######## design 1 ########
`src/rtl/clk_en_gen.sv`:
```
// clk_en_gen: divided clock-enable generator with a lock sequencer.
// A HOLD -> SETTLE -> LOCKED sequencer gates N_CH independent divider
// channels. Each channel emits a one-cycle Clk_En pulse every D cycles
// and a 50% duty Clk_Sq square wave with a period of 2*D cycles.
// Every output comes straight from a flop.
module clk_en_gen #(
    parameter int N_CH        = 2,
    parameter int DIV_W       = 8,
    parameter int LOCK_CYCLES = 16
) (
    input  logic                   Clk,
    input  logic                   Reset,
    input  logic [N_CH*DIV_W-1:0]  Div,
    input  logic                   Div_Load,
    input  logic                   Enable,
    output logic [N_CH-1:0]        Clk_En,
    output logic [N_CH-1:0]        Clk_Sq,
    output logic                   Locked
);

    localparam int CNT_W = $clog2(LOCK_CYCLES + 1);

    typedef enum logic [1:0] {
        HOLD   = 2'd0,
        SETTLE = 2'd1,
        LOCKED = 2'd2
    } lock_state_t;

    lock_state_t                    r_state;
    logic [CNT_W-1:0]               r_settle_cnt;
    logic                           r_locked;
    logic [N_CH-1:0][DIV_W-1:0]     r_div;
    logic [N_CH-1:0][DIV_W-1:0]     r_ch_cnt;
    logic [N_CH-1:0]                r_en;
    logic [N_CH-1:0]                r_sq;

    logic [N_CH-1:0][DIV_W-1:0]     w_div_eff;
    logic [N_CH-1:0]                w_last;
    logic                           w_run;

    // Lock sequencer: settle for LOCK_CYCLES after reset release or any relock.
    // NOTE: sequential state uses non-blocking (<=) so every flop samples
    // pre-edge values; blocking here would create order-dependent races.
    always_ff @(posedge Clk or posedge Reset) begin
        if (Reset) begin
            r_state      <= HOLD;
            r_settle_cnt <= '0;
            r_locked     <= 1'b0;
        end else begin
            case (r_state)
                HOLD: begin
                    r_state      <= SETTLE;
                    r_settle_cnt <= '0;
                    r_locked     <= 1'b0;
                end
                SETTLE: begin
                    if (Div_Load) begin
                        r_settle_cnt <= '0;
                    end else if (r_settle_cnt == CNT_W'(LOCK_CYCLES)) begin
                        r_state  <= LOCKED;
                        r_locked <= 1'b1;
                    end else begin
                        r_settle_cnt <= r_settle_cnt + CNT_W'(1);
                    end
                end
                LOCKED: begin
                    if (Div_Load) begin
                        r_state      <= SETTLE;
                        r_settle_cnt <= '0;
                        r_locked     <= 1'b0;
                    end
                end
                default: begin
                    r_state      <= HOLD;
                    r_settle_cnt <= '0;
                    r_locked     <= 1'b0;
                end
            endcase
        end
    end

    // Shadow divide registers; a load strobe captures Div in any state.
    // NOTE: the shadow array is reset (to D=1) because its value decides
    // channel behaviour straight after reset release; it is not a RAM.
    always_ff @(posedge Clk or posedge Reset) begin
        if (Reset) begin
            for (int i = 0; i < N_CH; i++) begin
                r_div[i] <= DIV_W'(1);
            end
        end else if (Div_Load) begin
            for (int i = 0; i < N_CH; i++) begin
                r_div[i] <= Div[i*DIV_W +: DIV_W];
            end
        end
    end

    // Effective divide (0 acts as 1) and per-channel terminal-count decode.
    // NOTE: every always_comb output gets a default first, so no path can
    // leave it unassigned and infer a latch.
    always_comb begin
        w_div_eff = '0;
        w_last    = '0;
        for (int i = 0; i < N_CH; i++) begin
            w_div_eff[i] = (r_div[i] <= DIV_W'(1)) ? DIV_W'(1) : r_div[i];
            w_last[i]    = (r_ch_cnt[i] == w_div_eff[i] - DIV_W'(1));
        end
    end

    // Channels run only while locked; a load strobe wins over everything.
    assign w_run = r_locked && !Div_Load;

    // Channel counters and registered pulse / square outputs.
    always_ff @(posedge Clk or posedge Reset) begin
        if (Reset) begin
            r_ch_cnt <= '0;
            r_en     <= '0;
            r_sq     <= '0;
        end else if (!w_run) begin
            r_ch_cnt <= '0;
            r_en     <= '0;
            r_sq     <= '0;
        end else if (Enable) begin
            for (int i = 0; i < N_CH; i++) begin
                r_ch_cnt[i] <= w_last[i] ? '0 : r_ch_cnt[i] + DIV_W'(1);
                r_en[i]     <= w_last[i];
                r_sq[i]     <= r_sq[i] ^ w_last[i];
            end
        end else begin
            r_en <= '0;
        end
    end

    assign Clk_En = r_en;
    assign Clk_Sq = r_sq;
    assign Locked = r_locked;

endmodule
```
`config.mk`:
```
export PLATFORM = sky130hd
export DESIGN_NAME = clk_en_gen
export DESIGN_NICKNAME = d
export VERILOG_FILES = /design/src/rtl/clk_en_gen.sv
export SDC_FILE = /design/constraint.sdc
export NUM_CORES = 1
export LEC_CHECK = 0
export ABC_CLOCK_PERIOD_IN_PS = 5460
export CAP_MARGIN = 25
export CORE_AREA = 2 2 74 128
export CTS_CLUSTER_DIAMETER = 120
export CTS_CLUSTER_SIZE = 12
export DETAILED_ROUTE_END_ITERATION = 7
export DIE_AREA = 0 0 76 130
export SLEW_MARGIN = 20
export SYNTH_ARGS = -nofsm -noshare
export SYNTH_HDL_FRONTEND = slang
export SYNTH_SLANG_ARGS = --single-unit
```
`constraint.sdc`:
```
create_clock -name Clk -period 5.46 [get_ports Clk]
set_input_delay 1.092 -clock Clk [delete_from_list [all_inputs] [get_ports Clk]]
set_output_delay 1.092 -clock Clk [all_outputs]
set_load 0.01 [all_outputs]
```
######## design 2 ########
File: src/rtl/regfile_2r1w_clr.sv
// 32-entry register file with two combinational read ports, one write port,
// self-clearing after reset, hardwired-zero entry 0 and same-cycle write bypass.
module regfile_2r1w_clr #(
  parameter int DWIDTH = 32,
  parameter int AWIDTH = 5
) (
  input  logic              clk,
  input  logic              rst_n,
  input  logic              we,
  input  logic [AWIDTH-1:0] waddr,
  input  logic [DWIDTH-1:0] wdata,
  input  logic [AWIDTH-1:0] raddr1,
  input  logic [AWIDTH-1:0] raddr2,
  output logic [DWIDTH-1:0] rdata1,
  output logic [DWIDTH-1:0] rdata2,
  output logic              ready,
  output logic              wr_drop
);

  localparam int NREGS = 2 ** AWIDTH;
  localparam logic [0:0] S_INIT = 1'b0;
  localparam logic [0:0] S_RUN  = 1'b1;

  logic [0:0]        state_q, state_d;
  logic [AWIDTH-1:0] cnt_q, cnt_d;
  logic              ready_q, ready_d;
  logic              wr_drop_q, wr_drop_d;

  logic [DWIDTH-1:0] mem_q [NREGS];
  logic              mem_we;
  logic [AWIDTH-1:0] mem_waddr;
  logic [DWIDTH-1:0] mem_wdata;
  logic              ext_wr;

  assign ext_wr = we && (waddr != '0);

  always_comb begin
    state_d   = state_q;
    cnt_d     = cnt_q;
    ready_d   = ready_q;
    wr_drop_d = 1'b0;
    if (state_q == S_INIT) begin
      cnt_d     = cnt_q + AWIDTH'(1);
      wr_drop_d = we;
      if (cnt_q == AWIDTH'(NREGS - 1)) begin
        state_d = S_RUN;
        ready_d = 1'b1;
      end
    end
  end

  always_ff @(posedge clk) begin
    if (!rst_n) begin
      state_q   <= S_INIT;
      cnt_q     <= '0;
      ready_q   <= 1'b0;
      wr_drop_q <= 1'b0;
    end else begin
      state_q   <= state_d;
      cnt_q     <= cnt_d;
      ready_q   <= ready_d;
      wr_drop_q <= wr_drop_d;
    end
  end

  // The clear sequencer owns the write port while INIT; reset itself never writes.
  always_comb begin
    mem_we    = 1'b0;
    mem_waddr = waddr;
    mem_wdata = wdata;
    if (rst_n) begin
      if (state_q == S_INIT) begin
        mem_we    = 1'b1;
        mem_waddr = cnt_q;
        mem_wdata = '0;
      end else begin
        mem_we = ext_wr;
      end
    end
  end

  always_ff @(posedge clk) begin
    if (mem_we) begin
      mem_q[mem_waddr] <= mem_wdata;
    end
  end

  always_comb begin
    rdata1 = '0;
    rdata2 = '0;
    if (state_q == S_RUN) begin
      if (raddr1 != '0) begin
        rdata1 = (ext_wr && (waddr == raddr1)) ? wdata : mem_q[raddr1];
      end
      if (raddr2 != '0) begin
        rdata2 = (ext_wr && (waddr == raddr2)) ? wdata : mem_q[raddr2];
      end
    end
  end

  assign ready   = ready_q;
  assign wr_drop = wr_drop_q;

endmodule
File: config.mk
export PLATFORM = sky130hd
export DESIGN_NAME = regfile_2r1w_clr
export DESIGN_NICKNAME = d
export VERILOG_FILES = /design/src/rtl/regfile_2r1w_clr.sv
export SDC_FILE = /design/constraint.sdc
export NUM_CORES = 1
export LEC_CHECK = 0
export CORE_UTILIZATION = 40
export DETAILED_ROUTE_END_ITERATION = 16
export DONT_BUFFER_PORTS = 1
export GPL_ROUTABILITY_DRIVEN = 0
export HOLD_SLACK_MARGIN = 0.03
export SLEW_MARGIN = 25
export SYNTH_ARGS = -nofsm -noshare
export SYNTH_HDL_FRONTEND = slang
export SYNTH_SLANG_ARGS = --single-unit
File: constraint.sdc
create_clock -name clk -period 12.25 [get_ports clk]
set_input_delay 3.0625 -clock clk [delete_from_list [all_inputs] [get_ports clk]]
set_output_delay 3.0625 -clock clk [all_outputs]
set_load 0.005 [all_outputs]
######## design 3 ########
===== config.mk =====
export PLATFORM = sky130hd
export DESIGN_NAME = rf_write_arbiter
export DESIGN_NICKNAME = d
export VERILOG_FILES = /design/src/rtl/rf_write_arbiter.sv
export SDC_FILE = /design/constraint.sdc
export NUM_CORES = 1
export LEC_CHECK = 0
export CORE_AREA = 4 4 84 86
export DETAILED_ROUTE_END_ITERATION = 10
export DIE_AREA = 0 0 88 90
export GPL_ROUTABILITY_DRIVEN = 0
export PLACE_DENSITY = 0.77
export SLEW_MARGIN = 40
export SYNTH_ARGS = -nofsm -noshare
export SYNTH_HDL_FRONTEND = slang
export SYNTH_SLANG_ARGS = --single-unit

===== constraint.sdc =====
create_clock -name clk -period 4.2 [get_ports clk]
set_clock_uncertainty 0.2 [all_clocks]
set_input_delay 0.63 -clock clk [delete_from_list [all_inputs] [get_ports clk]]
set_output_delay 0.63 -clock clk [all_outputs]
set_load 0.05 [all_outputs]

===== src/rtl/rf_write_arbiter.sv =====
// Owns the register-file write port: zeroing sweep after reset/init_req, then round-robin writeback grants.
// Grant is combinational (ready follows valid); the granted write reaches the RF one cycle later.
module rf_write_arbiter #(
  parameter int WD      = 32,
  parameter int SEL     = 5,
  parameter int NREQ    = 2,
  parameter bit ZERO_R0 = 1'b1
) (
  input  logic                clk,
  input  logic                reset,
  input  logic                init_req_i,
  input  logic [NREQ-1:0]     req_valid_i,
  input  logic [NREQ*SEL-1:0] req_addr_i,
  input  logic [NREQ*WD-1:0]  req_data_i,
  output logic [NREQ-1:0]     req_ready_o,
  output logic                rf_we_o,
  output logic [SEL-1:0]      rf_waddr_o,
  output logic [WD-1:0]       rf_wdata_o,
  output logic                init_done_o
);

  localparam int IW = $clog2(NREQ);
  localparam logic [SEL-1:0] LAST_IDX = '1;

  typedef enum logic {INIT, RUN} state_e;

  state_e          state_q;
  logic [SEL-1:0]  idx_q;
  logic [IW-1:0]   rr_ptr_q;
  logic            rf_we_q;
  logic [SEL-1:0]  rf_waddr_q;
  logic [WD-1:0]   rf_wdata_q;
  logic            init_done_q;

  logic [NREQ-1:0] grant_d;
  logic [IW-1:0]   win_d;
  logic [IW-1:0]   cand_d;
  logic            hit_d;
  logic            xfer_d;
  logic [SEL-1:0]  win_addr_d;
  logic [WD-1:0]   win_data_d;
  logic            suppress_d;

  // Search begins just past the last winner so every requester gets a turn.
  always_comb begin
    hit_d   = 1'b0;
    win_d   = '0;
    cand_d  = '0;
    grant_d = '0;
    for (int k = 1; k <= NREQ; k++) begin
      cand_d = IW'((int'(rr_ptr_q) + k) % NREQ);
      if (!hit_d && req_valid_i[cand_d]) begin
        hit_d = 1'b1;
        win_d = cand_d;
      end
    end
    if (state_q == RUN && !init_req_i && hit_d) grant_d[win_d] = 1'b1;
  end

  assign xfer_d     = |grant_d;
  assign win_addr_d = req_addr_i[int'(win_d)*SEL +: SEL];
  assign win_data_d = req_data_i[int'(win_d)*WD +: WD];
  assign suppress_d = ZERO_R0 && (win_addr_d == '0);

  always_ff @(posedge clk or posedge reset) begin
    if (reset) begin
      state_q     <= INIT;
      idx_q       <= '0;
      rr_ptr_q    <= '0;
      rf_we_q     <= 1'b0;
      rf_waddr_q  <= '0;
      rf_wdata_q  <= '0;
      init_done_q <= 1'b0;
    end else begin
      case (state_q)
        INIT: begin
          // The sweep writes r0 too, regardless of ZERO_R0.
          rf_we_q    <= 1'b1;
          rf_waddr_q <= idx_q;
          rf_wdata_q <= '0;
          if (idx_q == LAST_IDX) begin
            state_q     <= RUN;
            idx_q       <= '0;
            init_done_q <= 1'b1;
          end else begin
            idx_q <= idx_q + 1'b1;
          end
        end
        RUN: begin
          if (init_req_i) begin
            state_q     <= INIT;
            idx_q       <= '0;
            init_done_q <= 1'b0;
            rf_we_q     <= 1'b0;
          end else if (xfer_d) begin
            rr_ptr_q <= win_d;
            if (suppress_d) begin
              rf_we_q <= 1'b0;
            end else begin
              rf_we_q    <= 1'b1;
              rf_waddr_q <= win_addr_d;
              rf_wdata_q <= win_data_d;
            end
          end else begin
            rf_we_q <= 1'b0;
          end
        end
        default: state_q <= INIT;
      endcase
    end
  end

  assign req_ready_o = grant_d;
  assign rf_we_o     = rf_we_q;
  assign rf_waddr_o  = rf_waddr_q;
  assign rf_wdata_o  = rf_wdata_q;
  assign init_done_o = init_done_q;

endmodule


==> design_3/clock_wires.png <==
Scale bar: 20 µm.
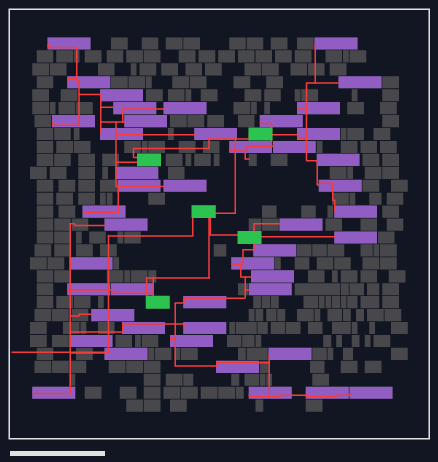
[red] clock wires | length: 613 µm
[purple] flip-flops | count: 46
[green] clock-net drivers | count: 5
routed clock nets: 6

==> metrics.csv, design 3 <==
stage,metric,value,unit
status,outcome,"complete, no violations",
critical_path,worstReg2RegEnd,rf_wdata_o[30],
die,row_count,29,
final_layout,fillers,557,
cts,root_buffer,clkbuf_8,
die,fp.dieH,90,µm
synth,yosys.area_share.aoi,10.83,%
cts,cts_sinks,46,
power_and_ir_drop,seqPwrFrac,35.9,%
final_layout,nonClkBufAreaFrac,32.35,%
synth,syn_nets,304,
final_timing,slew_violations,0,
hold_path,min_path_type,flop to flop,
power_and_ir_drop,p_leak,1.831,nW
synth,edf_count,0,
synth,ys_sh_xor,0,%
final_layout,area_delta_synth_final,54.09,%
cts,clk_latency,300,ps
design 3: state kept, by name, indices dropped and copies added, names as in the netlist:
| signal | flops |
|---|---|
| idx_q | 5 |
| init_done_o | 1 |
| rf_waddr_o | 5 |
| rf_wdata_o | 32 |
| rf_we_o | 1 |
| rr_ptr_q | 1 |
| state_q | 1 |
design 3: cell usage in the layout, fill, tap and decap left out, types with 2 or more instances in the layout:
cell and n:
dfrtp_1 46, a21oi_1 5, nand2_1 44, clkinv_2 2, nor3_1 2, o21ai_0 6, o221ai_1 3, nor2_1 5
mux2i_1 67, o2bb2ai_1 6, clkdlybuf4s50_1 119, nand4_1 2, buf_4 4, clkbuf_8 5, a31o_1 3, ha_1 2
design 3: layer usage:
layer | routed length [µm] | vias to the layer above | GRT usage [%]
met2 | 2978 | 94 | 25.94
li1 | - | 1038 | -
met5 | 0 | - | 0
met3 | 692 | 8 | 6.399
met1 | 2625 | 985 | 19.88
met4 | 63 | 0 | 3.708
design 3: critical path: cells and delay by family:
kind	cells	cell delay, ps
buffers and inverters	2	1330
AND-OR/OR-AND	1	290
AND/OR/NAND/NOR	2	510
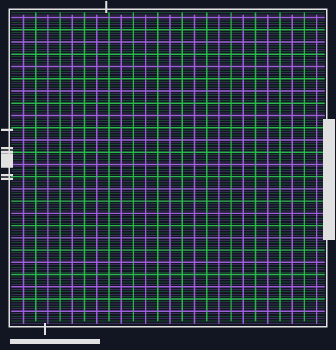
(design_2/floorplan.png)
Scale bar: 100 µm. Pins as bars on the die edge.
| colour | net |
|---|---|
| purple | VSS |
| green | VDD |
signal pins: 116
met5 straps: 25
met4 straps: 25

==> metrics.csv, design 2 <==
stage,metric,value,unit
global_route,grt_max_degree,258,
final_layout,lay_top_cells,"edfxtp_1, mux4_2, clkbuf_16",
die,fp.dieH,351.1,µm
final_layout,comb_cells,1237,
critical_path,cp_data_arrival_time,6280,ps
final_layout,final-clk-cell-share,6.642,%
die,core_area,120300,µm²
power_and_ir_drop,seqPwrFrac,50.6,%
global_route,grt_pass1_vias,27763,
critical_path,critical-path-slowest-cell,a211oi_1,
synth,synthTopCellsByArea,"edfxtp_1, mux4_2, mux2i_1, mux2_2, a211oi_1",
synth,largest_area_cell,edfxtp_1,
detailed_routing,via_per_inst,6.502,
synth,yosys_warnings,0,
final_timing,slew_violations,75,
final_layout,lay_top_count,edfxtp_1,
synth,yosysTopAreaCellShare,63.09,%
hold_path,min_path_type,flop to flop,
final_layout,layoutNonFillerInstCount,4154,
detailed_routing,wl,148700,µm
synth,syn_area,48740,µm²
cts,cts_setup_buffers,0,
die,chip_area,123200,µm²
status,outcome,"finished, violations left",
detailed_routing,remaining_drc_errors,0,
status,violations,max-slew violations,
final_layout,fillers,10132,
power_and_ir_drop,powerDensity,142.9,nW/µm²
[design 2: cells by family after synthesis]
group                    after synthesis  share of synthesized area (%)
XOR/XNOR                              12                         0.2157
multiplexers                         681                          27.30
AND-OR/OR-AND                        271                          4.493
buffers and inverters                210                          1.928
flip-flops                          1032                          63.42
AND/OR/NAND/NOR                      271                          2.588
adder cells (fa/ha/maj)                2                        0.05134
[design 2: layer usage]
| metal | GRT usage [%] | routed length, µm | vias to the layer above |
|---|---|---|---|
| met1 | 33.56 | 57910 | 14544 |
| met3 | 10.42 | 22440 | 269 |
| li1 | - | - | 10635 |
| met4 | 6.728 | 3887 | 4 |
| met2 | 34.70 | 64450 | 1557 |
| met5 | 0 | 23 | - |
[design 2: worst paths after layout]
kind | startpoint | endpoint | slack [ps] | depth (start not counted)
worst max-delay path | raddr2[0] | rdata2[14] | 2910 | 5
worst min-delay path | ready | ready | 550 | 2
worst max register to register | state_q | mem_q[10][3] | 8210 | 5
worst min register to register | ready | ready | 550 | 2
[design 2: through the flow]
step / hold WS [ps] / instance area, µm²
after floorplan: 482.3 / 48740
after detailed placement: 545.1 / 50600
final: 545.9 / 54290
after CTS: 559.4 / 54210
after global routing: 586.7 / 54280
after global placement: 541.2 / 50570
==> design_1/floorplan.png <==
Scale bar: 20 µm. Pins as bars on the die edge.
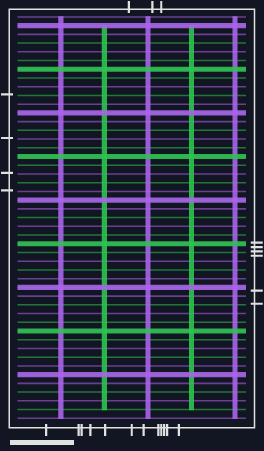
| colour | net |
|---|---|
| purple | VSS |
| green | VDD |
met5 straps: 9
met4 straps: 5
rows: 46

==> design_1/class_map.png <==
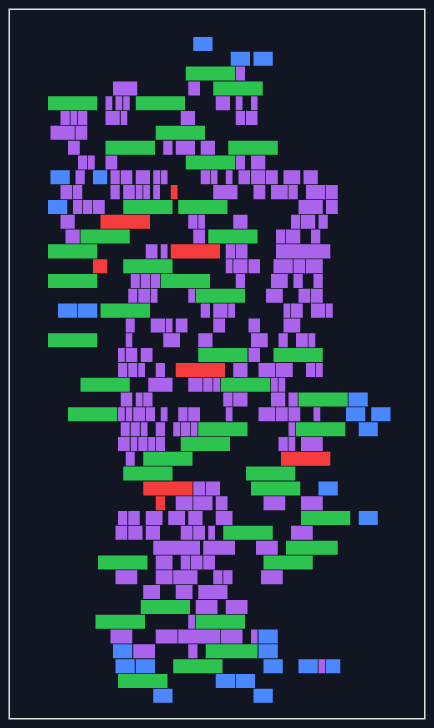
| colour | class | cells | share of their area |
|---|---|---|---|
| red | clock drivers and dummy loads | 8 | 4.8% |
| purple | remaining logic cells | 220 | 50% |
| green | registers | 43 | 37% |
| blue | remaining buffers and delay cells | 26 | 8.7% |
Core Util, Final: 34.54%
final instance area: 3082 µm²
flop share of the area: 35.00%

==> metrics.csv, design 1 <==
stage,metric,value,unit
critical_path,reg2reg_from,r_div[5],
final_timing,tns,0,ps
final_timing,hold_viol_final,0,
global_route,overflow,0,
final_timing,timing.final.ws_setup,2220,ps
critical_path,cp_data_arrival_time,3420,ps
synth,synth_chip_area,2574,µm²
cts,ctsHoldBuffers,0,
detailed_routing,remaining_drc_errors,0,
critical_path,required,5640,ps
place,dp_hpwl,4209,µm
power_and_ir_drop,combinationalPower,94.8,µW
synth,async_flop_share,100.0,%
critical_path,slowest_delay,620,ps
die,fp.dieH,130,µm
cts,htreeDepth,2,
critical_path,criticalPathCategory,primary input to flop,
final_timing,finalCritPeriodShare,59.35,%
hold_path,hold_path_depth,1,
global_route,grt_max_degree,44,
critical_path,critical-path-slowest-cell,nand2b_1,
critical_path,cp_top_family,simple AND/OR/NAND/NOR gates,
global_route,grt_use_total,12.71,%
final_timing,fmax,308.6,MHz
place,dp_slack,1915,ps
place,dpl_cell_area,2928,µm²
status,outcome,"complete, no violations",
final_timing,min_period,3240,ps
## design 1: per-layer routing
layer | vias up | wire length [µm] | GRT usage (%)
li1 | 1033 | - | -
met5 | - | 0 | 0
met4 | 0 | 125 | 7.380
met1 | 1018 | 2450 | 12.64
met2 | 29 | 3241 | 24.37
met3 | 8 | 159 | 2.697
## design 1: final cells by class
type / instances / area [µm²]
fillers: 910 / 5839
multi-input cells: 209 / 1415
flip-flops and latches: 43 / 1079
repair buffers: 26 / 255.2
well taps: 120 / 150.1
clock buffers: 6 / 128.9
inverters: 11 / 41.29
clock inverters: 2 / 12.51
## design 1: worst min-delay path by stage
stage	startpoint	endpoint	slack, ps
5_1_grt	r_settle_cnt[4]	r_settle_cnt[4]	530
2_1_floorplan	r_settle_cnt[4]	r_settle_cnt[4]	440
3_3_place_gp	r_settle_cnt[4]	r_settle_cnt[4]	500
6_report	r_settle_cnt[4]	r_settle_cnt[4]	510
3_5_place_dp	r_settle_cnt[4]	r_settle_cnt[4]	490
4_1_cts	r_settle_cnt[4]	r_settle_cnt[4]	510
## design 1: flip-flops by register name (all words and copies together), names as in the netlist
name	cells
Clk_Sq	2
r_ch_cnt	16
r_state	2
r_settle_cnt	5
r_div	16
Clk_En	2

## Gallery

The clock network.
shot_01.png
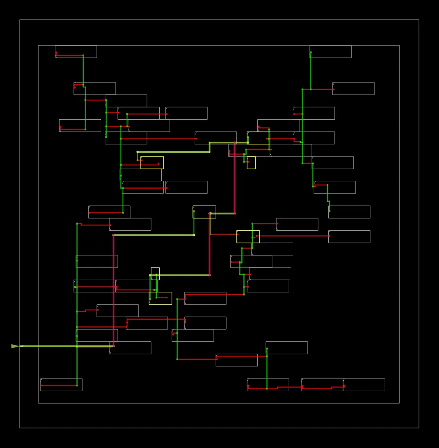
shot_02.png
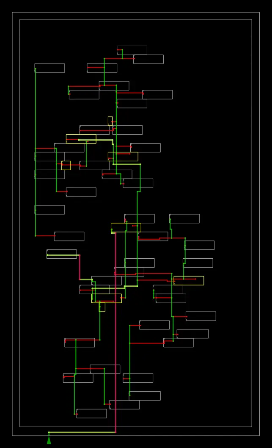
shot_03.png
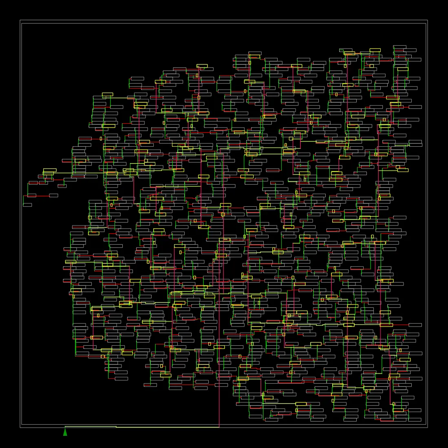
- most clock buffers: shot_03.png
- shot_01.png = design 3
- shot_03.png = design 2
- shot_02.png = design 1



==> notes/layouts.md <==
Pictures saved along the way, in no particular order.

Signal wires by layer.
picture 1
Scale bar: 20 µm.
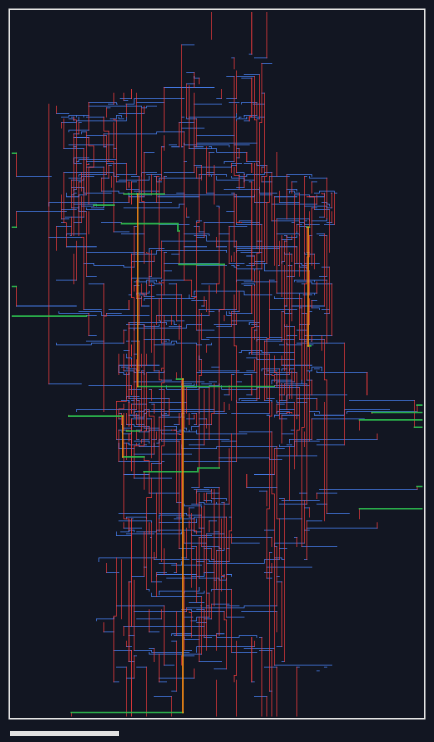
picture 2
Scale bar: 100 µm.
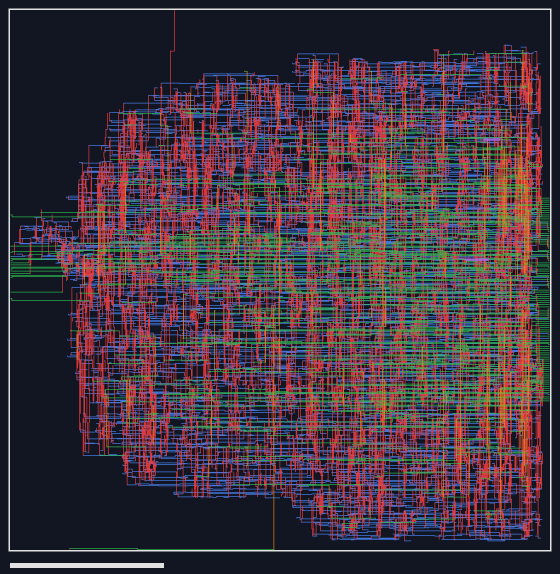
picture 3
Scale bar: 20 µm.
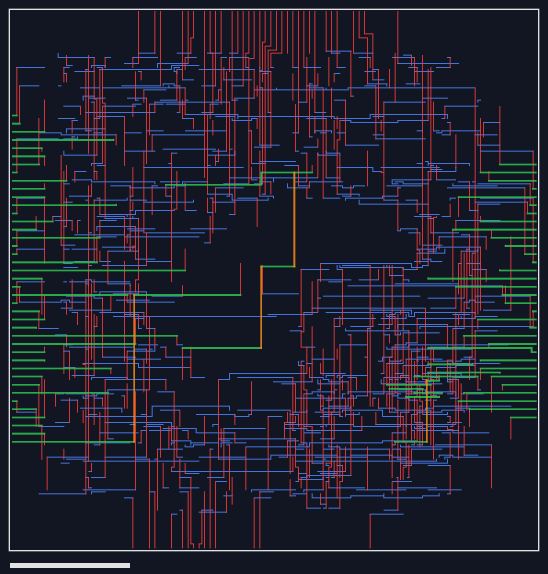
picture 2: design 2
picture 1: design 1
picture 3: design 3
- most wire: picture 2
- largest die: picture 2

